# viterbi_link_ctrl_flat

viterbi_link_ctrl_flat/clock_wires.png
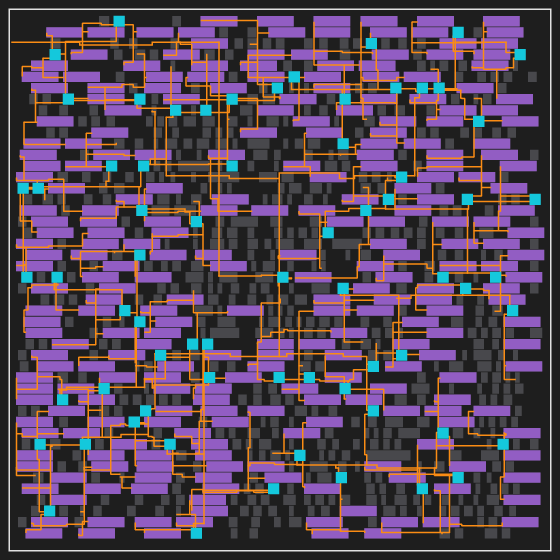

$ cat src/rtl/viterbi_pkg.sv
// viterbi_pkg: shared types, defaults and helpers for the Viterbi link controller
package viterbi_pkg;
  localparam int K = 3;
  localparam int TAIL_DEF = K - 1;
  localparam int FRAME_LEN_DEF = 256;
  localparam int N_DEF = 3;
  localparam int DEC_LAT_DEF = 64;
  localparam logic [1:0] ERR_MASK_DEF = 2'b01;
  typedef enum logic [2:0] {IDLE, RUN, FLUSH, DRAIN, DONE} link_state_t;
  typedef struct packed {
    logic valid;
    logic payload;
    logic dbit;
  } ref_entry_t;
  function automatic logic [15:0] sat_add(input logic [15:0] a, input logic [15:0] b);
    logic [16:0] s;
    s = {1'b0, a} + {1'b0, b};
    return s[16] ? 16'hFFFF : s[15:0];
  endfunction
endpackage

$ cat src/rtl/viterbi_link_ctrl_if.sv
// viterbi_link_ctrl_if: frame control, encoder, channel, decoder and scoreboard signals
interface viterbi_link_ctrl_if;
  logic start_i, inj_en_i, data_i, data_ready_o;
  logic enc_en_o, enc_bit_o, enc_valid_i;
  logic [1:0] enc_sym_i, chan_sym_o;
  logic dec_en_o, dec_bit_i, busy_o, done_o;
  logic [15:0] sym_err_ct_o, bit_err_ct_o;
  modport master (
    input start_i, inj_en_i, data_i, enc_valid_i, enc_sym_i, dec_bit_i,
    output data_ready_o, enc_en_o, enc_bit_o, chan_sym_o, dec_en_o, busy_o, done_o,
    sym_err_ct_o, bit_err_ct_o
  );
  modport slave (
    output start_i, inj_en_i, data_i, enc_valid_i, enc_sym_i, dec_bit_i,
    input data_ready_o, enc_en_o, enc_bit_o, chan_sym_o, dec_en_o, busy_o, done_o,
    sym_err_ct_o, bit_err_ct_o
  );
endinterface

$ cat src/rtl/viterbi_ref_delay.sv
// viterbi_ref_delay: DEPTH-stage shift register of sent-bit reference entries
module viterbi_ref_delay
  import viterbi_pkg::*;
#(
  parameter int DEPTH = DEC_LAT_DEF + 1
) (
  input  logic       clk,
  input  logic       rst,
  input  logic       clr,
  input  ref_entry_t d,
  output ref_entry_t q
);
  ref_entry_t [DEPTH-1:0] sr;
  // advance one stage per cycle; clr empties the line at frame start
  always_ff @(posedge clk or negedge rst)
    if (!rst) sr <= '0;
    else sr <= clr ? '0 : {sr[DEPTH-2:0], d};
  assign q = sr[DEPTH-1];
endmodule

$ cat src/rtl/viterbi_link_ctrl.sv
// viterbi_link_ctrl: frame sequencer, symbol-error injector and bit-error scoreboard for the Viterbi link
module viterbi_link_ctrl
  import viterbi_pkg::*;
#(
  parameter int         FRAME_LEN = FRAME_LEN_DEF,
  parameter int         TAIL      = TAIL_DEF,
  parameter int         N         = N_DEF,
  parameter logic [1:0] ERR_MASK  = ERR_MASK_DEF,
  parameter int         DEC_LAT   = DEC_LAT_DEF
) (
  input logic clk,
  input logic rst,
  viterbi_link_ctrl_if.master bus
);
  localparam int OW = $clog2(DEC_LAT + 4);
  link_state_t state, state_n;
  logic [16:0] bit_idx;
  logic [N-1:0] sym_idx;
  logic [OW-1:0] outst;
  logic inj_q, start, push, hit, miss;
  ref_entry_t ref_q, dl_q;
  assign start = state == IDLE && bus.start_i;
  assign push = state == RUN || state == FLUSH;
  assign hit = inj_q & bus.enc_valid_i & (sym_idx == '0);
  assign miss = dl_q.valid & dl_q.payload & (bus.dec_bit_i != dl_q.dbit);
  // state register
  always_ff @(posedge clk or negedge rst)
    if (!rst) state <= IDLE;
    else state <= state_n;
  // next-state: payload, then tail flush, then wait for the reference line to empty
  always_comb begin
    state_n = state;
    case (state)
      IDLE:    state_n = bus.start_i ? RUN : IDLE;
      RUN:     state_n = bit_idx == 17'(FRAME_LEN - 1) ? (TAIL == 0 ? DRAIN : FLUSH) : RUN;
      FLUSH:   state_n = bit_idx == 17'(FRAME_LEN + TAIL - 1) ? DRAIN : FLUSH;
      DRAIN:   state_n = outst == '0 ? DONE : DRAIN;
      DONE:    state_n = IDLE;
      default: state_n = IDLE;
    endcase
  end
  // state-decoded outputs; the encoder sees the payload bit combinationally
  always_comb begin
    bus.data_ready_o = state == RUN;
    bus.enc_en_o = push;
    bus.enc_bit_o = state == RUN && bus.data_i;
    bus.busy_o = state != IDLE;
    bus.done_o = state == DONE;
  end
  // frame bookkeeping; ref_q stands in for the one-cycle encoder latency
  always_ff @(posedge clk or negedge rst)
    if (!rst) begin
      bit_idx <= '0;
      inj_q <= 1'b0;
      ref_q <= '0;
      outst <= '0;
    end else begin
      bit_idx <= start ? '0 : bit_idx + 17'(push);
      inj_q <= start ? bus.inj_en_i : inj_q;
      ref_q <= '{valid: push, payload: state == RUN, dbit: bus.enc_bit_o};
      outst <= start ? '0 : outst + OW'(push) - OW'(dl_q.valid);
    end
  // first stage rides alongside chan_sym_o, so DEC_LAT more stages reach the decoder output
  viterbi_ref_delay #(.DEPTH(DEC_LAT + 1)) u_dly (
    .clk(clk),
    .rst(rst),
    .clr(start),
    .d(ref_q),
    .q(dl_q)
  );
  // channel stage: register the symbol and corrupt every 2^N-th one of the frame
  always_ff @(posedge clk or negedge rst)
    if (!rst) begin
      bus.dec_en_o <= 1'b0;
      bus.chan_sym_o <= 2'b00;
      sym_idx <= '0;
    end else begin
      bus.dec_en_o <= bus.enc_valid_i;
      bus.chan_sym_o <= bus.enc_sym_i ^ (hit ? ERR_MASK : 2'b00);
      sym_idx <= start ? '0 : sym_idx + N'(bus.enc_valid_i);
    end
  // saturating per-frame error counters, cleared on start and held otherwise
  always_ff @(posedge clk or negedge rst)
    if (!rst) begin
      bus.sym_err_ct_o <= '0;
      bus.bit_err_ct_o <= '0;
    end else begin
      bus.sym_err_ct_o <= start ? '0 : hit ? sat_add(bus.sym_err_ct_o, 16'($countones(ERR_MASK))) : bus.sym_err_ct_o;
      bus.bit_err_ct_o <= start ? '0 : miss ? sat_add(bus.bit_err_ct_o, 16'd1) : bus.bit_err_ct_o;
    end
endmodule
$ cat src/flat_wrapper.sv
// flat-port wrapper written by rule: the top's interface ports become plain ports
module viterbi_link_ctrl_flat import viterbi_pkg::*;
#(
  parameter int         FRAME_LEN = FRAME_LEN_DEF,
  parameter int         TAIL      = TAIL_DEF,
  parameter int         N         = N_DEF,
  parameter logic [1:0] ERR_MASK  = ERR_MASK_DEF,
  parameter int         DEC_LAT   = DEC_LAT_DEF
)
  (clk, rst, bus_start_i, bus_inj_en_i, bus_data_i, bus_enc_valid_i, bus_enc_sym_i, bus_dec_bit_i, bus_data_ready_o, bus_enc_en_o, bus_enc_bit_o, bus_chan_sym_o, bus_dec_en_o, bus_busy_o, bus_done_o, bus_sym_err_ct_o, bus_bit_err_ct_o);
  viterbi_link_ctrl_if bus_i ();
  input logic clk;
  input logic rst;
  input wire logic [$bits(bus_i.start_i)-1:0] bus_start_i;
  input wire logic [$bits(bus_i.inj_en_i)-1:0] bus_inj_en_i;
  input wire logic [$bits(bus_i.data_i)-1:0] bus_data_i;
  input wire logic [$bits(bus_i.enc_valid_i)-1:0] bus_enc_valid_i;
  input wire logic [$bits(bus_i.enc_sym_i)-1:0] bus_enc_sym_i;
  input wire logic [$bits(bus_i.dec_bit_i)-1:0] bus_dec_bit_i;
  output wire logic [$bits(bus_i.data_ready_o)-1:0] bus_data_ready_o;
  output wire logic [$bits(bus_i.enc_en_o)-1:0] bus_enc_en_o;
  output wire logic [$bits(bus_i.enc_bit_o)-1:0] bus_enc_bit_o;
  output wire logic [$bits(bus_i.chan_sym_o)-1:0] bus_chan_sym_o;
  output wire logic [$bits(bus_i.dec_en_o)-1:0] bus_dec_en_o;
  output wire logic [$bits(bus_i.busy_o)-1:0] bus_busy_o;
  output wire logic [$bits(bus_i.done_o)-1:0] bus_done_o;
  output wire logic [$bits(bus_i.sym_err_ct_o)-1:0] bus_sym_err_ct_o;
  output wire logic [$bits(bus_i.bit_err_ct_o)-1:0] bus_bit_err_ct_o;
  assign bus_i.start_i = bus_start_i;
  assign bus_i.inj_en_i = bus_inj_en_i;
  assign bus_i.data_i = bus_data_i;
  assign bus_i.enc_valid_i = bus_enc_valid_i;
  assign bus_i.enc_sym_i = bus_enc_sym_i;
  assign bus_i.dec_bit_i = bus_dec_bit_i;
  assign bus_data_ready_o = bus_i.data_ready_o;
  assign bus_enc_en_o = bus_i.enc_en_o;
  assign bus_enc_bit_o = bus_i.enc_bit_o;
  assign bus_chan_sym_o = bus_i.chan_sym_o;
  assign bus_dec_en_o = bus_i.dec_en_o;
  assign bus_busy_o = bus_i.busy_o;
  assign bus_done_o = bus_i.done_o;
  assign bus_sym_err_ct_o = bus_i.sym_err_ct_o;
  assign bus_bit_err_ct_o = bus_i.bit_err_ct_o;
  viterbi_link_ctrl #(.FRAME_LEN(FRAME_LEN), .TAIL(TAIL), .N(N), .ERR_MASK(ERR_MASK), .DEC_LAT(DEC_LAT)) u_core (.clk(clk), .rst(rst), .bus(bus_i));
endmodule
$ cat config.mk
export PLATFORM = sky130hd
export DESIGN_NAME = viterbi_link_ctrl_flat
export DESIGN_NICKNAME = d
export VERILOG_FILES = /design/src/rtl/viterbi_pkg.sv /design/src/rtl/viterbi_link_ctrl_if.sv /design/src/rtl/viterbi_ref_delay.sv /design/src/rtl/viterbi_link_ctrl.sv /design/src/flat_wrapper.sv
export SDC_FILE = /design/constraint.sdc
export NUM_CORES = 1
export LEC_CHECK = 0
export CAP_MARGIN = 20
export CELL_PAD_IN_SITES_DETAIL_PLACEMENT = 1
export CELL_PAD_IN_SITES_GLOBAL_PLACEMENT = 1
export CORE_UTILIZATION = 58
export CTS_BUF_LIST = sky130_fd_sc_hd__clkbuf_4
export CTS_CLUSTER_DIAMETER = 80
export DETAILED_ROUTE_END_ITERATION = 16
export DONT_BUFFER_PORTS = 1
export HOLD_SLACK_MARGIN = 0.12
export PLACE_DENSITY_LB_ADDON = 0.1
export SLEW_MARGIN = 20
export SYNTH_ARGS = -nofsm -noshare
export SYNTH_HDL_FRONTEND = slang
export SYNTH_SLANG_ARGS = --single-unit
$ cat constraint.sdc
create_clock -name clk -period 4.8 [get_ports clk]
set_input_delay 0.96 -clock clk [delete_from_list [all_inputs] [get_ports clk]]
set_output_delay 0.96 -clock clk [all_outputs]
set_load 0.02 [all_outputs]
# vc_arbiter

File: src/rtl/vc_arbiter.sv
// vc_arbiter: strict-priority drain of the VC0/VC1 FIFOs into destination FIFOs D0/D1.
// Optional starvation guard for VC1 enabled by defining VC_ARB_STARVE_GUARD_EN.
module vc_arbiter #(
   parameter int unsigned data_width    = 6,
   parameter int unsigned dest_bit      = 4,
   parameter int unsigned max_vc0_burst = 4
) (
   input  logic                  clk,
   input  logic                  reset,
   input  logic                  empty_fifo_VC0,
   input  logic                  almost_empty_fifo_VC0,
   input  logic [data_width-1:0] data_out_VC0,
   input  logic                  empty_fifo_VC1,
   input  logic                  almost_empty_fifo_VC1,
   input  logic [data_width-1:0] data_out_VC1,
   input  logic                  almost_full_D0,
   input  logic                  almost_full_D1,
   output logic                  pop_VC0_fifo,
   output logic                  pop_VC1_fifo,
   output logic                  push_D0,
   output logic                  push_D1,
   output logic [data_width-1:0] data_out,
   output logic                  idle
);

   typedef enum logic [1:0] {
      IDLE      = 2'b00,
      GRANT_VC0 = 2'b01,
      GRANT_VC1 = 2'b10,
      STALL     = 2'b11
   } state_t;

   state_t                state_q, state_d;
   logic                  s1_valid_q, s1_valid_d;
   logic                  s1_sel_q, s1_sel_d;
   logic                  push_d0_q, push_d0_d;
   logic                  push_d1_q, push_d1_d;
   logic [data_width-1:0] data_q, data_d;
   logic                  idle_q, idle_d;

   logic                  pop0, pop1;
   logic                  elig0, elig1;
   logic                  dest_full;
   logic                  force_vc1;
   logic [data_width-1:0] s1_data;

`ifdef VC_ARB_STARVE_GUARD_EN
   localparam logic [2:0] BURST_MAX = 3'(max_vc0_burst);
   logic [2:0]            burst_q, burst_d;
`endif

   // Pops are a decode of the registered grant state.
   assign pop0 = (state_q == GRANT_VC0);
   assign pop1 = (state_q == GRANT_VC1);

   always_comb begin
      // A FIFO already being popped while holding its last word must not be popped again.
      elig0     = ~empty_fifo_VC0 & ~(pop0 & almost_empty_fifo_VC0);
      elig1     = ~empty_fifo_VC1 & ~(pop1 & almost_empty_fifo_VC1);
      dest_full = almost_full_D0 | almost_full_D1;
`ifdef VC_ARB_STARVE_GUARD_EN
      force_vc1 = (burst_q >= BURST_MAX);
`else
      force_vc1 = 1'b0;
`endif

      if (dest_full)
         state_d = STALL;
      else if (force_vc1 && elig1)
         state_d = GRANT_VC1;
      else if (elig0)
         state_d = GRANT_VC0;
      else if (elig1)
         state_d = GRANT_VC1;
      else
         state_d = IDLE;

`ifdef VC_ARB_STARVE_GUARD_EN
      burst_d = burst_q;
      case (state_d)
         GRANT_VC0: if (elig1 && burst_q < BURST_MAX) burst_d = burst_q + 3'd1;
         GRANT_VC1: burst_d = '0;
         IDLE:      burst_d = '0;
         default:   burst_d = burst_q;
      endcase
`endif

      // FIFO read data is valid the cycle after the pop, so s1 is the live read port.
      s1_valid_d = pop0 | pop1;
      s1_sel_d   = pop0 ? 1'b0 : (pop1 ? 1'b1 : s1_sel_q);
      s1_data    = s1_sel_q ? data_out_VC1 : data_out_VC0;

      push_d0_d = s1_valid_q & ~s1_data[dest_bit];
      push_d1_d = s1_valid_q &  s1_data[dest_bit];
      data_d    = s1_valid_q ? s1_data : data_q;

      idle_d = empty_fifo_VC0 & empty_fifo_VC1
             & (state_d != GRANT_VC0) & (state_d != GRANT_VC1)
             & ~s1_valid_d & ~push_d0_d & ~push_d1_d;
   end

   always_ff @(posedge clk) begin
      if (!reset) begin
         state_q    <= IDLE;
         s1_valid_q <= 1'b0;
         s1_sel_q   <= 1'b0;
         push_d0_q  <= 1'b0;
         push_d1_q  <= 1'b0;
         data_q     <= '0;
         idle_q     <= 1'b1;
`ifdef VC_ARB_STARVE_GUARD_EN
         burst_q    <= '0;
`endif
      end else begin
         state_q    <= state_d;
         s1_valid_q <= s1_valid_d;
         s1_sel_q   <= s1_sel_d;
         push_d0_q  <= push_d0_d;
         push_d1_q  <= push_d1_d;
         data_q     <= data_d;
         idle_q     <= idle_d;
`ifdef VC_ARB_STARVE_GUARD_EN
         burst_q    <= burst_d;
`endif
      end
   end

   assign pop_VC0_fifo = pop0;
   assign pop_VC1_fifo = pop1;
   assign push_D0      = push_d0_q;
   assign push_D1      = push_d1_q;
   assign data_out     = data_q;
   assign idle         = idle_q;

endmodule
File: config.mk
export PLATFORM = sky130hd
export DESIGN_NAME = vc_arbiter
export DESIGN_NICKNAME = d
export VERILOG_FILES = /design/src/rtl/vc_arbiter.sv
export SDC_FILE = /design/constraint.sdc
export NUM_CORES = 1
export LEC_CHECK = 0
export CAP_MARGIN = 5
export CORE_MARGIN = 2
export CORE_UTILIZATION = 35
export CTS_CLUSTER_SIZE = 14
export DETAILED_ROUTE_END_ITERATION = 10
export GPL_ROUTABILITY_DRIVEN = 0
export GPL_TIMING_DRIVEN = 0
export HOLD_SLACK_MARGIN = 0.12
export PLACE_DENSITY = 0.76
export SLEW_MARGIN = 20
export SYNTH_ARGS = -nofsm -noshare
export SYNTH_HDL_FRONTEND = slang
export SYNTH_SLANG_ARGS = --single-unit
File: constraint.sdc
create_clock -name clk -period 1.36 [get_ports clk]
set_input_delay 0.136 -clock clk [delete_from_list [all_inputs] [get_ports clk]]
set_output_delay 0.136 -clock clk [all_outputs]
set_load 0.01 [all_outputs]
# adder_pair_2bit

$ cat config.mk
export PLATFORM = sky130hd
export DESIGN_NAME = adder_pair_2bit
export DESIGN_NICKNAME = d
export VERILOG_FILES = /design/src/rtl/adder_pair_2bit.sv
export SDC_FILE = /design/constraint.sdc
export NUM_CORES = 1
export LEC_CHECK = 0
export CORE_AREA = 3 3 40 42
export CTS_CLUSTER_DIAMETER = 100
export DETAILED_ROUTE_END_ITERATION = 10
export DIE_AREA = 0 0 43 45
export PLACE_DENSITY_LB_ADDON = 0.25
export SKIP_CTS_REPAIR_TIMING = 1
export SLEW_MARGIN = 20
export SYNTH_ARGS = -nofsm -noshare
export SYNTH_HDL_FRONTEND = slang
export SYNTH_SLANG_ARGS = --single-unit
$ cat constraint.sdc
create_clock -name clk -period 2.6 [get_ports clk]
set_input_delay 0.52 -clock clk [delete_from_list [all_inputs] [get_ports clk]]
set_output_delay 0.52 -clock clk [all_outputs]
set_load 0.005 [all_outputs]
$ cat src/rtl/adder_pair_2bit.sv
// Registered dual-implementation adder: ripple-carry and flat carry-lookahead
// results side by side, plus a registered flag when the two disagree.
module adder_pair_2bit #(
    parameter int WIDTH = 2
) (
    input  logic             clk,
    input  logic             rst,
    input  logic [WIDTH-1:0] a,
    input  logic [WIDTH-1:0] b,
    input  logic             ci,
    output logic [WIDTH-1:0] sum_r,
    output logic             co_r,
    output logic [WIDTH-1:0] sum_l,
    output logic             co_l,
    output logic             mismatch
);

    // Lookahead carry k as a flat sum of products of g, p and ci only.
    function automatic logic la_carry(input logic [WIDTH-1:0] g,
                                      input logic [WIDTH-1:0] p,
                                      input logic             c0,
                                      input int               k);
        logic acc;
        logic term;
        acc  = 1'b0;
        term = c0;
        for (int j = 0; j < k; j++) term = term & p[j];
        acc = acc | term;
        for (int j = 0; j < k; j++) begin
            term = g[j];
            for (int m = j + 1; m < k; m++) term = term & p[m];
            acc = acc | term;
        end
        return acc;
    endfunction

    logic [WIDTH:0]   rc;
    logic [WIDTH-1:0] rs;
    logic [WIDTH:0]   lc;
    logic [WIDTH-1:0] lg, lp, ls;

    assign rc[0] = ci;
    assign lc[0] = ci;
    assign lg    = a & b;
    assign lp    = a ^ b;

    genvar i;
    generate
        for (i = 0; i < WIDTH; i++) begin : g_bit
            adder_pair_fa u_fa (
                .a_i (a[i]),
                .b_i (b[i]),
                .c_i (rc[i]),
                .s_o (rs[i]),
                .c_o (rc[i+1])
            );
            assign lc[i+1] = la_carry(lg, lp, ci, i + 1);
            assign ls[i]   = lp[i] ^ lc[i];
        end
    endgenerate

    logic [WIDTH-1:0] sum_r_q, sum_r_d, sum_l_q, sum_l_d;
    logic             co_r_q, co_r_d, co_l_q, co_l_d, mis_q, mis_d;

    always_comb begin
        sum_r_d = rs;
        co_r_d  = rc[WIDTH];
        sum_l_d = ls;
        co_l_d  = lc[WIDTH];
        mis_d   = ({rc[WIDTH], rs} != {lc[WIDTH], ls});
    end

    always_ff @(posedge clk) begin
        if (rst) begin
            sum_r_q <= '0;
            co_r_q  <= 1'b0;
            sum_l_q <= '0;
            co_l_q  <= 1'b0;
            mis_q   <= 1'b0;
        end else begin
            sum_r_q <= sum_r_d;
            co_r_q  <= co_r_d;
            sum_l_q <= sum_l_d;
            co_l_q  <= co_l_d;
            mis_q   <= mis_d;
        end
    end

    assign sum_r    = sum_r_q;
    assign co_r     = co_r_q;
    assign sum_l    = sum_l_q;
    assign co_l     = co_l_q;
    assign mismatch = mis_q;

endmodule

// One ripple stage.
module adder_pair_fa (
    input  logic a_i,
    input  logic b_i,
    input  logic c_i,
    output logic s_o,
    output logic c_o
);
    assign s_o = a_i ^ b_i ^ c_i;
    assign c_o = (a_i & b_i) | (c_i & (a_i ^ b_i));
endmodule

adder_pair_2bit/m1.png
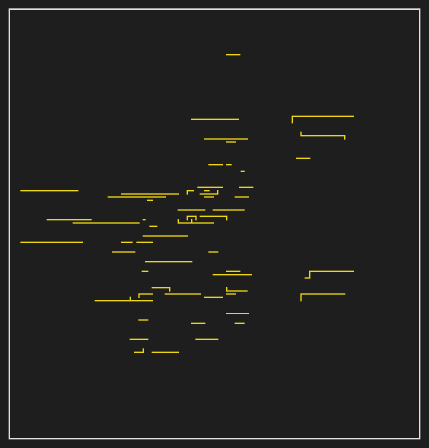
main direction: horizontal
longest straight run: 6.90 um
share of all routed wire: 37%
wire length on this layer: 155 um
nets with wire on the layer: 38

==> notes.md, adder_pair_2bit <==
Synthesis and place-and-route results.

- The run finished with clean final reports.
- The filler cells instantiated in the layout total 136.
- Setup repair after global routing left no endpoint under its margin.
- The clock distribution power is 0.0864 mW.
- The number of instances in the synthesized netlist is 24.
- The wire length after detailed routing is 418 um.
- The switching component of the power is 0.0490 mW.
- The data required time of the critical path is 2730 ps.
- Detailed placement ended at an HPWL of 385 um.
- The type of the worst setup path is input port to flip-flop.
- The number of rows in the core area is 13.
- The total of endpoints with negative setup slack in the final report is 0.
- The headroom to the max-slew limit is 0.896.
- Counting flops with a built-in enable in the synthesized netlist gives 0.
- The number of synthesized register bits is 5.
- The pin closest to its max-slew limit shows a slew of 156 ps.
- The simple-gate area share of the yosys netlist is 0.0829.
## adder_pair_2bit: area by class of cell
class                      count  area, um2  share of cell area
timing repair buffer          13        130               0.312
tap                           15       18.8              0.0450
clock buffer                   4       26.3              0.0631
multi-input combinational     13        126               0.303
inverter                       4       15.0              0.0360
sequential                     5        100               0.240
## adder_pair_2bit: stage by stage
step                      area (um2)  utilization
after floorplan                  256            -
after detailed placement         390        0.304
after global placement           390        0.304
after global routing             417        0.324
after CTS                        417        0.324
final                            417        0.324
## adder_pair_2bit: metal layers
layer / vias to the layer above / track usage / routed length, um
li1: 103 / - / -
met5: - / 0 / 0
met2: 12 / 0.0749 / 211
met1: 82 / 0.0607 / 154
met3: 0 / 0 / 52
met4: 0 / 0.108 / 0
## adder_pair_2bit: critical path: cells and delay by family
| family | cells | cell delay (ps) |
|---|---|---|
| buffers and inverters | 2 | 570 |
| adder cells (fa/ha/maj) | 2 | 570 |
| AND-OR/OR-AND | 2 | 220 |
| AND/OR/NAND/NOR | 1 | 80 |
## adder_pair_2bit: state kept, by name (all words and copies together) (netlist names)
signal    flops
co_r          1
co_l          1
sum_r         2
mismatch      1
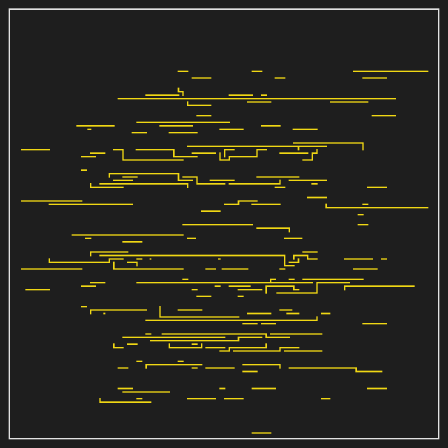
vc_arbiter/m1.png
nets with wire on the layer: 94
wire length on this layer: 536 um
main direction: horizontal
longest straight run: 27.6 um
share of all routed wire: 46%

==> notes.md, vc_arbiter <==
Synthesis and place-and-route results.

- The root buffer selected by CTS is clkbuf_4.
- The final hold violation count is 0.
- The critical path's slowest stage uses the library cell dfxtp_1.
- The number of global-route vias before repair was 464.
- Yosys reports a chip area of 523 um2.
- The maximum fanout count along the critical path is 2.
- The headroom to the max-slew limit is 0.822.
- The worst ir drop on vdd is 534 uV.
- The number of clock sinks seen by CTS is 13.
- The wire length of the first global-routing pass is 1.90 mm.
- The number of buffers and inverters on the critical path is 2.
- In this run the cell area of the synthesized design comes to 523 um2.
- The tool warning count for the run is 28.
- The startpoint of the lowest-slack register-to-register path is state_q[0].
- The power report attributes to the clock group a share of 0.265.
- The flow ran to the end, and the final reports show no timing, DRC or antenna violations.
- The analysis attributes to cell leakage a power of 0.358 nW.
- The number of enable-type register cells in the synthesized netlist is 0.
- The horizontal die dimension reported for this design is 42.7 um.
- The via count normalized by instance count is 4.81.
- For reference, the top cells by area after synthesis are dfxtp_1, mux2i_1, ha_1.
- The combinational gate area is 230 um2.
- Per the GRT log, the top usage layer is met2.
- The sum of overflow across all layers after global routing is 0.
- The number of sequential cells is 13.
[vc_arbiter: worst register-to-register path: cells and delay by family (launching register included)]
family | cells | cell delay, ps
adders and majority gates | 1 | 200
AOI/OAI and AO/OA | 1 | 240
DFF | 1 | 350
and+or+nand+nor | 1 | 140
buffers and inverters | 1 | 60
[vc_arbiter: cells in the final DEF (no fill, tap or decap), types with 2 or more instances in the layout]
cell type / n
buf_2: 2
clkbuf_4: 3
o21ai_0: 6
a21oi_1: 6
nor2_1: 3
mux2i_1: 6
ha_1: 3
dfxtp_1: 12
clkdlybuf4s50_1: 28
dlygate4sd2_1: 2
inv_1: 3
nand2_1: 3
[vc_arbiter: metrics by stage]
stage | area, um2 | hold slack [ps] | setup slack (ps)
floorplan | 523 | 237 | 337
global placement | 842 | 463 | 141
detailed placement | 842 | 487 | 127
CTS | 866 | 455 | 36.9
global route | 867 | 472 | 26.4
finish | 867 | 455 | 76.1
[vc_arbiter: kinds of logic after synthesis]
family / Yosys count / share of synthesized area
DFF: 13 / 0.498
AOI/OAI and AO/OA: 15 / 0.160
and+or+nand+nor: 10 / 0.0933
adders and majority gates: 3 / 0.0718
buffers and inverters: 6 / 0.0622
muxes: 6 / 0.115
viterbi_link_ctrl_flat/port_trees.png
The bar under the picture is 50 um long.
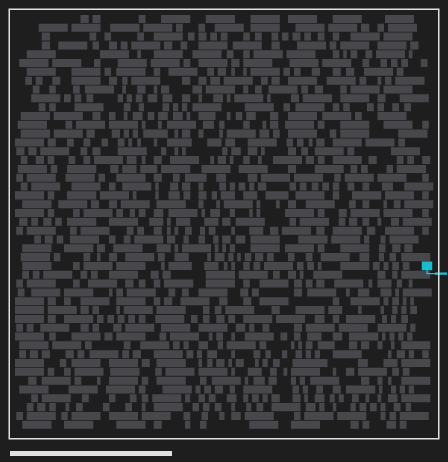
[bus_dec_bit_i] cyan | direction: input | end cells: 1 | wire: 5.50 um

Notes on viterbi_link_ctrl_flat/clock_wires.png above:
[clock-net drivers] cyan | count: 68
[clock wires] orange | length: 3540 um
[flip-flops] purple | count: 264
flops lie: all over the die

==> notes.md, viterbi_link_ctrl_flat <==
Synthesis and place-and-route results.

- The number of DRC violations after detailed-routing iteration 0 is 226.
- The combinational gate area is 0.00302 mm2.
- The top layer reached by signal wires is met4.
- The number of clock buffer instances in the layout is 100.
- The share of the cycle needed by the critical path after routing is 0.638.
- Registers represent a cell area share of 0.610.
- On the critical path the data arrives at 2100 ps.
- In the final layout, the share of cells above drive strength 1 is 0.144.
- The number of antenna violations at the first check in global routing is 1.
- The floorplan has 47 rows.
- The final hold violation count is 0.
- The stage-log warning count is 36.
- The clock transition at the register clock pins on the worst setup and hold paths after CTS is 80 ps.
- The script logs the mean routed wire length per placed instance as 17.0 um.
- The switching share of power is 0.270.
- The number of global-route vias before repair is 6569.
- The flow ran to the end, and the final reports show no timing, DRC or antenna violations.
- The flip-flop cell with the highest count after synthesis is dfrtp_1.
- The global-route usage over all layers is 0.234.
- The slew at the pin closest to its max-slew limit is 1070 ps.
- The number of nets produced by synthesis is 806.
- Summed over all sequential cells, the power is 2.62 mW.
## viterbi_link_ctrl_flat: state kept, by name, indices dropped and copies added, names as in the netlist
signal / flops
u_core.bus.chan_sym_o: 2
u_core.inj_q: 1
u_core.u_dly.sr: 192
u_core.state: 3
u_core.bus.bit_err_ct_o: 16
u_core.sym_idx: 3
u_core.bus.sym_err_ct_o: 16
u_core.bit_idx: 17
u_core.outst: 7
u_core.bus.dec_en_o: 1
u_core.ref_q: 3
u_core.u_dly.q: 3
## viterbi_link_ctrl_flat: final timing paths
| check | to | slack [ps] | startpoint | depth (start not counted) |
|---|---|---|---|---|
| max | bus_busy_o | 1740 | u_core.state[1] | 2 |
| max in group asynchronous | u_core.u_dly.sr[10] | 4500 | rst | 0 |
| min in group clk | u_core.bus.chan_sym_o[1] | 340 | bus_enc_sym_i[1] | 0 |
| min | u_core.bus.bit_err_ct_o[6] | 10 | rst | 0 |
| min reg2reg | u_core.u_dly.sr[59] | 440 | u_core.u_dly.sr[56] | 1 |
| max reg2reg | u_core.outst[6] | 1890 | u_core.state[2] | 11 |
## viterbi_link_ctrl_flat: critical path, cell delays in order, from the launching register on
cell and delay [ps]:
dfrtp_1 440, nor3_1 690, inv_1 340

==> layout pictures side by side <==
Track usage over the die.
shot_01.png
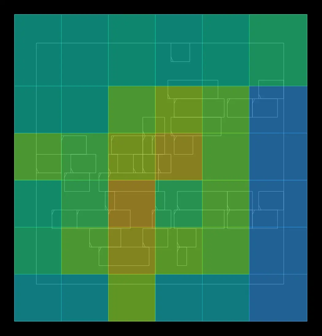
shot_02.png
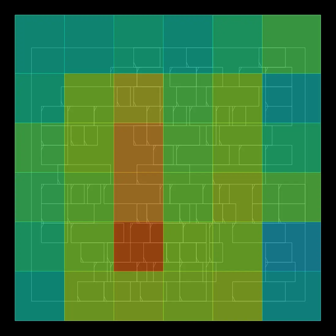
shot_03.png
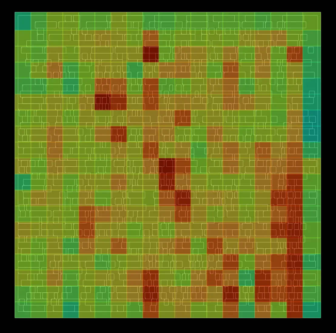
Of these, most wire per cell: shot_03.png
Of these, least wire per cell: shot_01.png
shot_02.png -> vc_arbiter
shot_03.png -> viterbi_link_ctrl_flat
shot_01.png -> adder_pair_2bit


# read_burst_addr_gen_flat

read_burst_addr_gen_flat/ff_map.png
Other sequential cells in the stronger gray, the rest of the logic in the fainter gray.
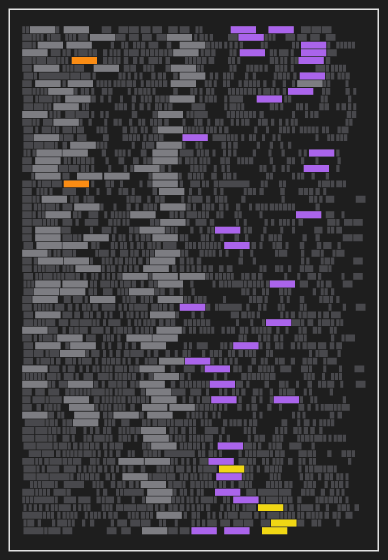

## config.mk

```make
export PLATFORM = sky130hd
export DESIGN_NAME = read_burst_addr_gen_flat
export DESIGN_NICKNAME = d
export VERILOG_FILES = /design/src/rtl/read_burst_addr_gen_if.sv /design/src/rtl/read_burst_addr_gen.sv /design/src/flat_wrapper.sv
export SDC_FILE = /design/constraint.sdc
export NUM_CORES = 1
export LEC_CHECK = 0
export ABC_AREA = 1
export CORE_ASPECT_RATIO = 1.5
export CORE_MARGIN = 4
export CORE_UTILIZATION = 55
export CTS_BUF_LIST = sky130_fd_sc_hd__clkbuf_4 sky130_fd_sc_hd__clkbuf_8
export DETAILED_ROUTE_END_ITERATION = 10
export GPL_TIMING_DRIVEN = 0
export PLACE_DENSITY = 0.79
export RECOVER_POWER = 50
export SYNTH_ARGS = -nofsm -noshare
export SYNTH_HDL_FRONTEND = slang
export SYNTH_SLANG_ARGS = --single-unit
```

## constraint.sdc

```tcl
create_clock -name ACLK -period 6.26 [get_ports ACLK]
set_clock_uncertainty 0.1 [all_clocks]
set_input_delay 0.626 -clock ACLK [delete_from_list [all_inputs] [get_ports ACLK]]
set_output_delay 0.626 -clock ACLK [all_outputs]
set_load 0.03 [all_outputs]
```

## src/rtl/read_burst_addr_gen_if.sv

```systemverilog
// Command, device-read and R-beat signals of read_burst_addr_gen.
// slave = the address generator, master = its surroundings.
interface read_burst_addr_gen_if #(
    parameter int ADDR_WIDTH = 32,
    parameter int DATA_WIDTH = 32,
    parameter int ID_WIDTH   = 2
);
    logic                  cmd_valid;
    logic                  cmd_ready;
    logic [ID_WIDTH-1:0]   cmd_id;
    logic [ADDR_WIDTH-1:0] cmd_addr;
    logic [3:0]            cmd_len;
    logic [1:0]            cmd_size;
    logic [1:0]            cmd_burst;
    logic [ADDR_WIDTH-1:0] address_out;
    logic                  devread;
    logic [DATA_WIDTH-1:0] data_in;
    logic                  beat_valid;
    logic                  beat_ready;
    logic [ID_WIDTH-1:0]   beat_id;
    logic [DATA_WIDTH-1:0] beat_data;
    logic [1:0]            beat_resp;
    logic                  beat_last;
    logic                  busy;

    modport slave (
        input  cmd_valid, cmd_id, cmd_addr, cmd_len, cmd_size, cmd_burst,
        input  data_in, beat_ready,
        output cmd_ready, address_out, devread,
        output beat_valid, beat_id, beat_data, beat_resp, beat_last, busy
    );

    modport master (
        output cmd_valid, cmd_id, cmd_addr, cmd_len, cmd_size, cmd_burst,
        output data_in, beat_ready,
        input  cmd_ready, address_out, devread,
        input  beat_valid, beat_id, beat_data, beat_resp, beat_last, busy
    );
endinterface

```

## src/rtl/read_burst_addr_gen.sv

```systemverilog
// Read-burst beat address walker with one-entry R beat register.
// READ_BURST_ERR_CHECK_EN: reject malformed WRAP bursts with SLVERR beats.
module read_burst_addr_gen #(
    parameter int ADDR_WIDTH = 32,
    parameter int DATA_WIDTH = 32,
    parameter int ID_WIDTH   = 2
) (
    input logic ACLK,
    input logic ARESETn,
    read_burst_addr_gen_if.slave bus
);
    typedef enum logic {IDLE, ACTIVE} state_t;
    typedef logic [ADDR_WIDTH-1:0] addr_t;

    state_t              state;
    addr_t               cur_addr;
    addr_t               bytes_q;
    addr_t               lower_q;
    addr_t               upper_q;
    logic [3:0]          len_q;
    logic [3:0]          beat_cnt;
    logic [ID_WIDTH-1:0] id_q;
    logic                fixed_q;
    logic                wrap_q;
    logic                err_q;
    logic                mute_q;

    logic                  valid_q;
    logic                  last_q;
    logic [1:0]            resp_q;
    logic [ID_WIDTH-1:0]   rid_q;
    logic [DATA_WIDTH-1:0] data_q;

    addr_t cmd_bytes;
    addr_t cmd_span;
    logic  wrap_len_ok;
    logic  cmd_mute;
    logic  cap;
    addr_t nxt_addr;

    always_comb begin
        cmd_bytes   = addr_t'(1) << bus.cmd_size;
        cmd_span    = cmd_bytes * (addr_t'(bus.cmd_len) + addr_t'(1));
        wrap_len_ok = (bus.cmd_len == 4'd1) || (bus.cmd_len == 4'd3) ||
                      (bus.cmd_len == 4'd7) || (bus.cmd_len == 4'd15);
`ifdef READ_BURST_ERR_CHECK_EN
        cmd_mute = (bus.cmd_burst == 2'd2) &&
                   (!wrap_len_ok ||
                    ((bus.cmd_addr & (cmd_bytes - addr_t'(1))) != '0));
`else
        cmd_mute = 1'b0;
`endif
    end

    assign cap = (state == ACTIVE) && (!valid_q || bus.beat_ready);

    // WRAP with an illegal length falls through to INCR via wrap_q=0
    always_comb begin
        nxt_addr = cur_addr;
        unique case (1'b1)
            fixed_q: nxt_addr = cur_addr;
            wrap_q: begin
                nxt_addr = cur_addr + bytes_q;
                if (nxt_addr == upper_q)
                    nxt_addr = lower_q;
            end
            default:
                nxt_addr = (cur_addr & ~(bytes_q - addr_t'(1))) + bytes_q;
        endcase
    end

    always_ff @(posedge ACLK or negedge ARESETn) begin
        if (!ARESETn) begin
            state    <= IDLE;
            cur_addr <= '0;
            bytes_q  <= '0;
            lower_q  <= '0;
            upper_q  <= '0;
            len_q    <= '0;
            beat_cnt <= '0;
            id_q     <= '0;
            fixed_q  <= 1'b0;
            wrap_q   <= 1'b0;
            err_q    <= 1'b0;
            mute_q   <= 1'b0;
            valid_q  <= 1'b0;
            last_q   <= 1'b0;
            resp_q   <= 2'b00;
            rid_q    <= '0;
            data_q   <= '0;
        end else begin
            if (cap) begin
                data_q  <= mute_q ? '0 : bus.data_in;
                rid_q   <= id_q;
                resp_q  <= err_q ? 2'b10 : 2'b00;
                last_q  <= (beat_cnt == len_q);
                valid_q <= 1'b1;
            end else if (bus.beat_ready) begin
                valid_q <= 1'b0;
            end

            unique case (state)
                IDLE: begin
                    if (bus.cmd_valid) begin
                        state    <= ACTIVE;
                        cur_addr <= bus.cmd_addr;
                        bytes_q  <= cmd_bytes;
                        lower_q  <= bus.cmd_addr & ~(cmd_span - addr_t'(1));
                        upper_q  <= (bus.cmd_addr & ~(cmd_span - addr_t'(1)))
                                    + cmd_span;
                        len_q    <= bus.cmd_len;
                        beat_cnt <= '0;
                        id_q     <= bus.cmd_id;
                        fixed_q  <= (bus.cmd_burst == 2'd0);
                        wrap_q   <= (bus.cmd_burst == 2'd2) && wrap_len_ok;
                        err_q    <= (bus.cmd_burst == 2'd3) ||
                                    (bus.cmd_size == 2'd3) || cmd_mute;
                        mute_q   <= cmd_mute;
                    end
                end
                ACTIVE: begin
                    if (cap) begin
                        if (beat_cnt == len_q) begin
                            state <= IDLE;
                        end else begin
                            beat_cnt <= beat_cnt + 4'd1;
                            cur_addr <= nxt_addr;
                        end
                    end
                end
                default: state <= IDLE;
            endcase
        end
    end

    assign bus.cmd_ready   = (state == IDLE);
    assign bus.devread     = cap && !mute_q;
    assign bus.address_out = cur_addr;
    assign bus.beat_valid  = valid_q;
    assign bus.beat_id     = rid_q;
    assign bus.beat_data   = data_q;
    assign bus.beat_resp   = resp_q;
    assign bus.beat_last   = last_q;
    assign bus.busy        = (state == ACTIVE) || valid_q;
endmodule
```

## src/flat_wrapper.sv

```systemverilog
// flat-port wrapper written by rule: the top's interface ports become plain ports
module read_burst_addr_gen_flat 
#(
    parameter int ADDR_WIDTH = 32,
    parameter int DATA_WIDTH = 32,
    parameter int ID_WIDTH   = 2
)
  (ACLK, ARESETn, bus_cmd_valid, bus_cmd_id, bus_cmd_addr, bus_cmd_len, bus_cmd_size, bus_cmd_burst, bus_data_in, bus_beat_ready, bus_cmd_ready, bus_address_out, bus_devread, bus_beat_valid, bus_beat_id, bus_beat_data, bus_beat_resp, bus_beat_last, bus_busy);
  read_burst_addr_gen_if #(.ADDR_WIDTH(ADDR_WIDTH), .DATA_WIDTH(DATA_WIDTH), .ID_WIDTH(ID_WIDTH)) bus_i ();
  input logic ACLK;
  input logic ARESETn;
  input wire logic [$bits(bus_i.cmd_valid)-1:0] bus_cmd_valid;
  input wire logic [$bits(bus_i.cmd_id)-1:0] bus_cmd_id;
  input wire logic [$bits(bus_i.cmd_addr)-1:0] bus_cmd_addr;
  input wire logic [$bits(bus_i.cmd_len)-1:0] bus_cmd_len;
  input wire logic [$bits(bus_i.cmd_size)-1:0] bus_cmd_size;
  input wire logic [$bits(bus_i.cmd_burst)-1:0] bus_cmd_burst;
  input wire logic [$bits(bus_i.data_in)-1:0] bus_data_in;
  input wire logic [$bits(bus_i.beat_ready)-1:0] bus_beat_ready;
  output wire logic [$bits(bus_i.cmd_ready)-1:0] bus_cmd_ready;
  output wire logic [$bits(bus_i.address_out)-1:0] bus_address_out;
  output wire logic [$bits(bus_i.devread)-1:0] bus_devread;
  output wire logic [$bits(bus_i.beat_valid)-1:0] bus_beat_valid;
  output wire logic [$bits(bus_i.beat_id)-1:0] bus_beat_id;
  output wire logic [$bits(bus_i.beat_data)-1:0] bus_beat_data;
  output wire logic [$bits(bus_i.beat_resp)-1:0] bus_beat_resp;
  output wire logic [$bits(bus_i.beat_last)-1:0] bus_beat_last;
  output wire logic [$bits(bus_i.busy)-1:0] bus_busy;
  assign bus_i.cmd_valid = bus_cmd_valid;
  assign bus_i.cmd_id = bus_cmd_id;
  assign bus_i.cmd_addr = bus_cmd_addr;
  assign bus_i.cmd_len = bus_cmd_len;
  assign bus_i.cmd_size = bus_cmd_size;
  assign bus_i.cmd_burst = bus_cmd_burst;
  assign bus_i.data_in = bus_data_in;
  assign bus_i.beat_ready = bus_beat_ready;
  assign bus_cmd_ready = bus_i.cmd_ready;
  assign bus_address_out = bus_i.address_out;
  assign bus_devread = bus_i.devread;
  assign bus_beat_valid = bus_i.beat_valid;
  assign bus_beat_id = bus_i.beat_id;
  assign bus_beat_data = bus_i.beat_data;
  assign bus_beat_resp = bus_i.beat_resp;
  assign bus_beat_last = bus_i.beat_last;
  assign bus_busy = bus_i.busy;
  read_burst_addr_gen #(.ADDR_WIDTH(ADDR_WIDTH), .DATA_WIDTH(DATA_WIDTH), .ID_WIDTH(ID_WIDTH)) u_core (.ACLK(ACLK), .ARESETn(ARESETn), .bus(bus_i));
endmodule
```

# apb_slave_mem

--- config.mk ---
export PLATFORM = sky130hd
export DESIGN_NAME = apb_slave_mem
export DESIGN_NICKNAME = d
export VERILOG_FILES = /design/src/rtl/apb_slave_mem.sv
export SDC_FILE = /design/constraint.sdc
export NUM_CORES = 1
export LEC_CHECK = 0
export CAP_MARGIN = 20
export CORE_MARGIN = 2
export CORE_UTILIZATION = 55
export DETAILED_ROUTE_END_ITERATION = 7
export MAX_ROUTING_LAYER = met4
export PLACE_DENSITY = 0.76
export SKIP_LAST_GASP = 1
export SYNTH_ARGS = -nofsm -noshare
export SYNTH_HDL_FRONTEND = slang
export SYNTH_SLANG_ARGS = --single-unit
--- constraint.sdc ---
create_clock -name PCLK -period 5 [get_ports PCLK]
set_input_delay 1 -clock PCLK [delete_from_list [all_inputs] [get_ports PCLK]]
set_output_delay 1 -clock PCLK [all_outputs]
set_load 0.1 [all_outputs]
--- src/rtl/apb_slave_mem.sv ---
// APB completer backed by a word-addressed register memory, with configurable wait states and
// PSLVERR on unaligned or out-of-range addresses. Define APB_SLV_PSTRB_EN to add byte strobes.
module apb_slave_mem #(
   parameter int unsigned ADDR_WIDTH  = 32,
   parameter int unsigned DATA_WIDTH  = 32,
   parameter int unsigned MEM_DEPTH   = 16,
   parameter int unsigned WAIT_STATES = 1
) (
   input  logic                    PCLK,
   input  logic                    PRESETn,
   input  logic                    PSEL,
   input  logic                    PENABLE,
   input  logic                    PWRITE,
   input  logic [ADDR_WIDTH-1:0]   PADDR,
   input  logic [DATA_WIDTH-1:0]   PWDATA,
`ifdef APB_SLV_PSTRB_EN
   input  logic [DATA_WIDTH/8-1:0] PSTRB,
`endif
   output logic [DATA_WIDTH-1:0]   PRDATA,
   output logic                    PREADY,
   output logic                    PSLVERR
);

   localparam int unsigned BYTES = DATA_WIDTH / 8;
   localparam int unsigned OFF_W = (BYTES > 1) ? $clog2(BYTES) : 0;
   localparam int unsigned IDX_W = (MEM_DEPTH > 1) ? $clog2(MEM_DEPTH) : 1;
   localparam logic [63:0] MEM_BYTES = 64'(MEM_DEPTH) * 64'(BYTES);
   localparam logic [ADDR_WIDTH-1:0] OFF_MASK = ADDR_WIDTH'(BYTES - 1);

   typedef enum logic [1:0] {StIdle, StWait, StReady} state_e;

   state_e                  state_q, state_d;
   logic [7:0]              cnt_q, cnt_d;
   logic [ADDR_WIDTH-1:0]   addr_q;
   logic                    write_q;
   logic [DATA_WIDTH-1:0]   wdata_q;
   logic                    err_q;
   logic [DATA_WIDTH-1:0]   rdata_q;
   logic [DATA_WIDTH-1:0]   mem_q [MEM_DEPTH];
   logic [BYTES-1:0]        wr_strb;

   logic                    capture;
   logic                    enter_ready;
   logic                    commit;
   logic [ADDR_WIDTH-1:0]   sel_addr;
   logic                    sel_write;
   logic                    cur_err;
   logic [IDX_W-1:0]        cur_idx;

`ifdef APB_SLV_PSTRB_EN
   logic [BYTES-1:0]        strb_q;
   assign wr_strb = strb_q;
`else
   assign wr_strb = '1;
`endif

   // With zero wait states READY is entered on the setup edge, so decode the live bus in IDLE.
   assign sel_addr  = (state_q == StIdle) ? PADDR  : addr_q;
   assign sel_write = (state_q == StIdle) ? PWRITE : write_q;
   assign cur_err   = (|(sel_addr & OFF_MASK)) || (64'(sel_addr) >= MEM_BYTES);
   assign cur_idx   = IDX_W'(sel_addr >> OFF_W);

   always_ff @(posedge PCLK) begin
      if (!PRESETn) begin
         state_q <= StIdle;
      end else begin
         state_q <= state_d;
      end
   end

   always_comb begin
      state_d     = state_q;
      cnt_d       = cnt_q;
      capture     = 1'b0;
      enter_ready = 1'b0;
      commit      = 1'b0;
      unique case (state_q)
         StIdle: begin
            if (PSEL && !PENABLE) begin
               capture = 1'b1;
               if (WAIT_STATES == 0) begin
                  state_d     = StReady;
                  enter_ready = 1'b1;
               end else begin
                  state_d = StWait;
                  cnt_d   = 8'(WAIT_STATES);
               end
            end
         end
         StWait: begin
            if (!PSEL) begin
               state_d = StIdle;
               cnt_d   = '0;
            end else if (PENABLE) begin
               if (cnt_q <= 8'd1) begin
                  state_d     = StReady;
                  enter_ready = 1'b1;
                  cnt_d       = '0;
               end else begin
                  cnt_d = cnt_q - 8'd1;
               end
            end
         end
         StReady: begin
            if (!PSEL) begin
               state_d = StIdle;
            end else if (PENABLE) begin
               commit  = write_q && !err_q;
               state_d = StIdle;
            end
         end
         default: state_d = StIdle;
      endcase
   end

   always_comb begin
      PREADY  = (state_q == StReady);
      PSLVERR = PREADY && err_q;
      PRDATA  = PREADY ? rdata_q : '0;
   end

   always_ff @(posedge PCLK) begin
      if (!PRESETn) begin
         cnt_q   <= '0;
         addr_q  <= '0;
         write_q <= 1'b0;
         wdata_q <= '0;
         err_q   <= 1'b0;
         rdata_q <= '0;
`ifdef APB_SLV_PSTRB_EN
         strb_q  <= '0;
`endif
      end else begin
         cnt_q <= cnt_d;
         if (capture) begin
            addr_q  <= PADDR;
            write_q <= PWRITE;
            wdata_q <= PWDATA;
            err_q   <= cur_err;
`ifdef APB_SLV_PSTRB_EN
            strb_q  <= PSTRB;
`endif
         end
         if (enter_ready) begin
            rdata_q <= (!sel_write && !cur_err) ? mem_q[cur_idx] : '0;
         end else if (state_d != StReady) begin
            rdata_q <= '0;
         end
      end
   end

   always_ff @(posedge PCLK) begin
      if (!PRESETn) begin
         for (int i = 0; i < int'(MEM_DEPTH); i++) begin
            mem_q[i] <= '0;
         end
      end else if (commit) begin
         for (int b = 0; b < int'(BYTES); b++) begin
            if (wr_strb[b]) begin
               mem_q[cur_idx][b*8 +: 8] <= wdata_q[b*8 +: 8];
            end
         end
      end
   end

endmodule

apb_slave_mem/clock_wires.png
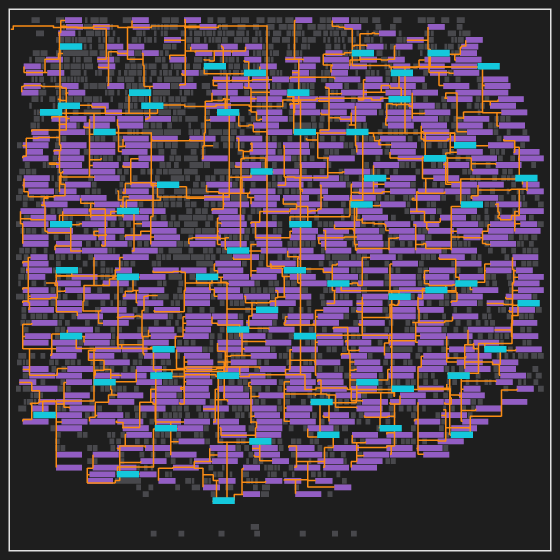
[clock-net drivers] cyan | count: 59
[clock wires] orange | length: 6740 um
[flip-flops] purple | count: 620
routed clock nets: 60
flops lie: all over the die

apb_slave_mem/congestion_map.png
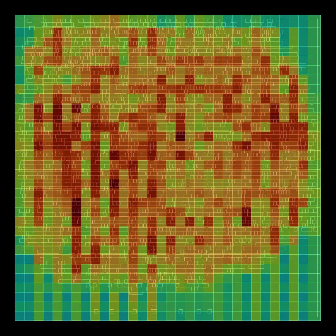
overall global routing resource usage: 0.299
routed len/inst: 25.0 um
GR Layer Usage met1: 0.389
layer with the highest usage after global routing: met2
met2 GRT Util: 0.473

==> notes.md, apb_slave_mem <==
Synthesis and place-and-route results.

- The run finished with clean final reports.
- The most used flip-flop cell after synthesis is edfxtp_1.
- The yosys stat cell total is 2173.
- Multi-input combinational cells in the finished layout were counted as 1361.
- The TritonCTS buffer count is 59.
- The average size of a mapped cell is 12.2 um2.
- The number of global-route vias before repair is 18300.
- Among the stages of the critical path, the cell type that occurs most often is buf_4.
- Once the clock tree was built, the resizer swapped 0 gates to a different size.
- In this run the post-CTS setup repair buffer count came out at 0.
- Hold timing on the final database bottoms out at a slack of 440 ps.
- TritonCTS built the clock tree.
- The report puts the hold buffer count at CTS at 0.
- After layout, the buffer instance count without clock buffers stands at 167.
- The number of clock sinks seen by CTS is 620.
- The number of clock buffer instances in the layout is 90.
- Per the OpenROAD power report, switching power amounts to 2.52 mW.
[apb_slave_mem: metrics by stage]
step                      total power [mW]  utilization  cell area (um2)  setup WS, ps  instances
after global placement                6.71        0.592            28100          1160       2766
final                                 11.0        0.632            30000          1010       2877
after CTS                             11.0        0.631            30000           987       2876
after detailed placement              6.74        0.592            28100          1020       2766
after global routing                  11.3        0.632            30000           845       2877
after floorplan                       6.39            -            26400           105       2173
[apb_slave_mem: worst paths after layout]
check / from / slack, ps / to / cells after the start
worst max register to register: state_q[1] / 1650 / rdata_q[22] / 7
worst max-delay path: state_q[1] / 1010 / PRDATA[9] / 5
worst min register to register: rdata_q[11] / 440 / rdata_q[11] / 2
worst min-delay path: rdata_q[11] / 440 / rdata_q[11] / 2
[apb_slave_mem: cells by family after synthesis]
kind of cell             share of synthesized area
buffers and inverters                       0.0334
adder cells (fa/ha/maj)                   0.000947
AND/OR/NAND/NOR                              0.181
flip-flops                                   0.664
AND-OR/OR-AND                                0.119
XOR/XNOR                                   0.00232
[apb_slave_mem: sequential cells by signal, summed over array words and instances, names as in the netlist]
name     cells
mem_q      512
addr_q      32
rdata_q     32
wdata_q     32
cnt_q        8
state_q      2
err_q        1
write_q      1
read_burst_addr_gen_flat/clock_wires.png
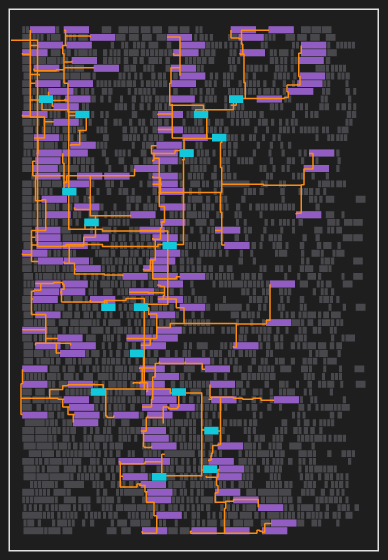
[flip-flops] purple | count: 151
[clock wires] orange | length: 1940 um
[clock-net drivers] cyan | count: 17
flops lie: all over the die

About read_burst_addr_gen_flat/ff_map.png:
[u_core.bytes_q] yellow | placed flops: 4
[u_core.bus.address_out] purple | placed flops: 32
[u_core.id_q] orange | placed flops: 2
not colored: 113

==> notes.md, read_burst_addr_gen_flat <==
Synthesis and place-and-route results.

- The first TritonRoute pass finished after 7 iterations.
- The final timing report lists a hold violation count of 0.
- The worst stage delay on the critical path is 530 ps.
- The achievable frequency is 168 MHz.
- The checks that failed: max-capacitance violations, max-slew violations.
- Summing over the stages, the warning tally comes to 30.
- The number of pins exceeding their max-slew limit in the final report is 154.
- OpenSTA lists the critical path endpoint as u_core.upper_q[27].
- The max-capacitance violation count is 2.
- The final standard cell area without fillers is 0.0145 mm2.
- The remaining number of nets flagged by the antenna check after routing is 0.
- In this run, power in the clock network comes to 0.793 mW.
- The number of global-route vias before repair came to 13600.
- The number of DRC violations after detailed-routing iteration 0 is 1458.
- The number of clock sinks came to 151.
- The post-layout net count is 2301.
- The worst hold slack across all endpoints is 370 ps.
- The flow ran to the end, but the final reports show violations.
- For this run the detailed placement stage logged an HPWL of 37.9 mm.
- For this run, the number of Yosys warnings is 0.
- The report puts the hold buffer count at CTS at 0.
- The number of nets in the synthesized netlist is 2132.
- Per the placement log, port buffering inserted 149 buffers.
- STA classifies the critical path startpoint as an input port.
- Once layout is complete, the cells apart from fillers number 2463.
- The script logs the mean routed wire length per placed instance as 19.0 um.
- The met3 layer usage reported by global route is 0.0877.
- For this run, asynchronously set or reset flops after synthesis account for 1.00.
- Counting flops and latches in the post-synthesis netlist gives 151.
- The number of fill cells is 1995.
- For reference, the clock transition at the flip-flops on the worst setup and hold paths is 80 ps.
-- read_burst_addr_gen_flat: layout make-up --
type                    count  share of cell area
well taps                 272              0.0235
repair buffers            150               0.103
clock inverters             8             0.00845
multi-input cells        1542               0.500
clock buffers              22              0.0192
flip-flops and latches    151               0.261
plain buffers              58              0.0189
inverters                 260              0.0673
-- read_burst_addr_gen_flat: placed cells by master (no fill, tap or decap), types with 4 or more instances in the layout --
cell type          n
a21oi_1           67
buf_6              6
clkbuf_1          46
clkbuf_4           4
clkbuf_8          18
clkdlybuf4s50_1  122
dfrtp_1          151
dlygate4sd3_1     25
fa_1               8
ha_1              35
inv_1            257
nand2_1          756
nand2_2           10
nand3_1          174
nand3b_1           4
nand4_1           25
nor2_1           223
nor2_2             9
nor2_4             4
nor3_1            13
nor4_1             4
o21ai_0          118
o21ai_1           17
xnor2_1           12
xor2_1            35
-- read_burst_addr_gen_flat: critical path: cells and delay by family --
kind / cells / cell delay (ps)
and+or+nand+nor: 14 / 1820
adders and majority gates: 6 / 2190
AOI/OAI and AO/OA: 4 / 740
buffers and inverters: 5 / 780
-- read_burst_addr_gen_flat: timing repair --
item	CTS	global route
gates resized	3	15
cloned	0	0
setup endpoints to repair	5	17

==> screenshots <==
Met1 routing.
picture 1
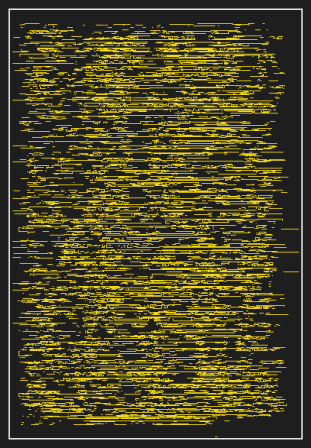
picture 2
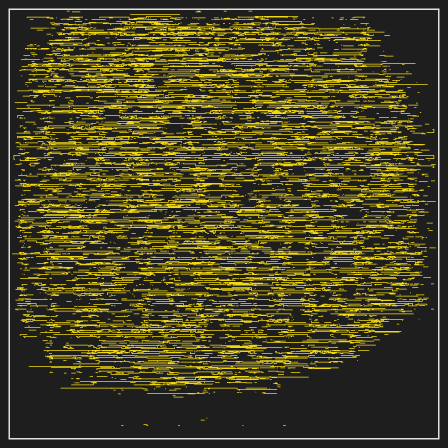
For read_burst_addr_gen_flat, see picture 1.
For apb_slave_mem, see picture 2.



==> screenshots <==
Nets reached from selected ports.
Plate I
The bar under the picture is 10 um long.
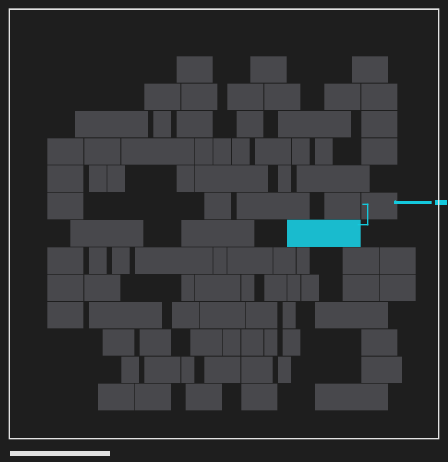
Plate II
The bar under the picture is 10 um long.
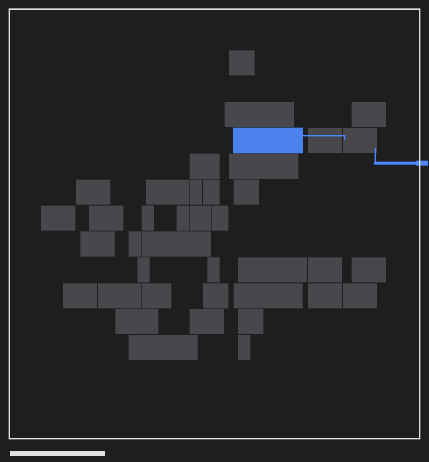
Plate III
The bar under the picture is 50 um long.
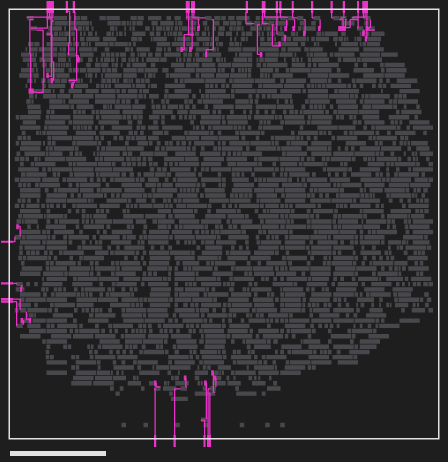
Plate IV
The bar under the picture is 50 um long.
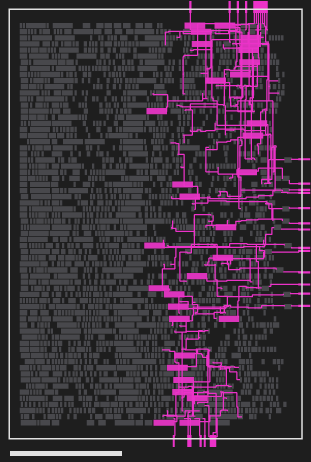
apb_slave_mem -> Plate III
adder_pair_2bit -> Plate II
vc_arbiter -> Plate I
read_burst_addr_gen_flat -> Plate IV

Key to Plate III:
[PWDATA] magenta | direction: input | end cells: 32 | wire: 777 um

Power figures rest on the tool's default switching activity, not on a simulated workload.
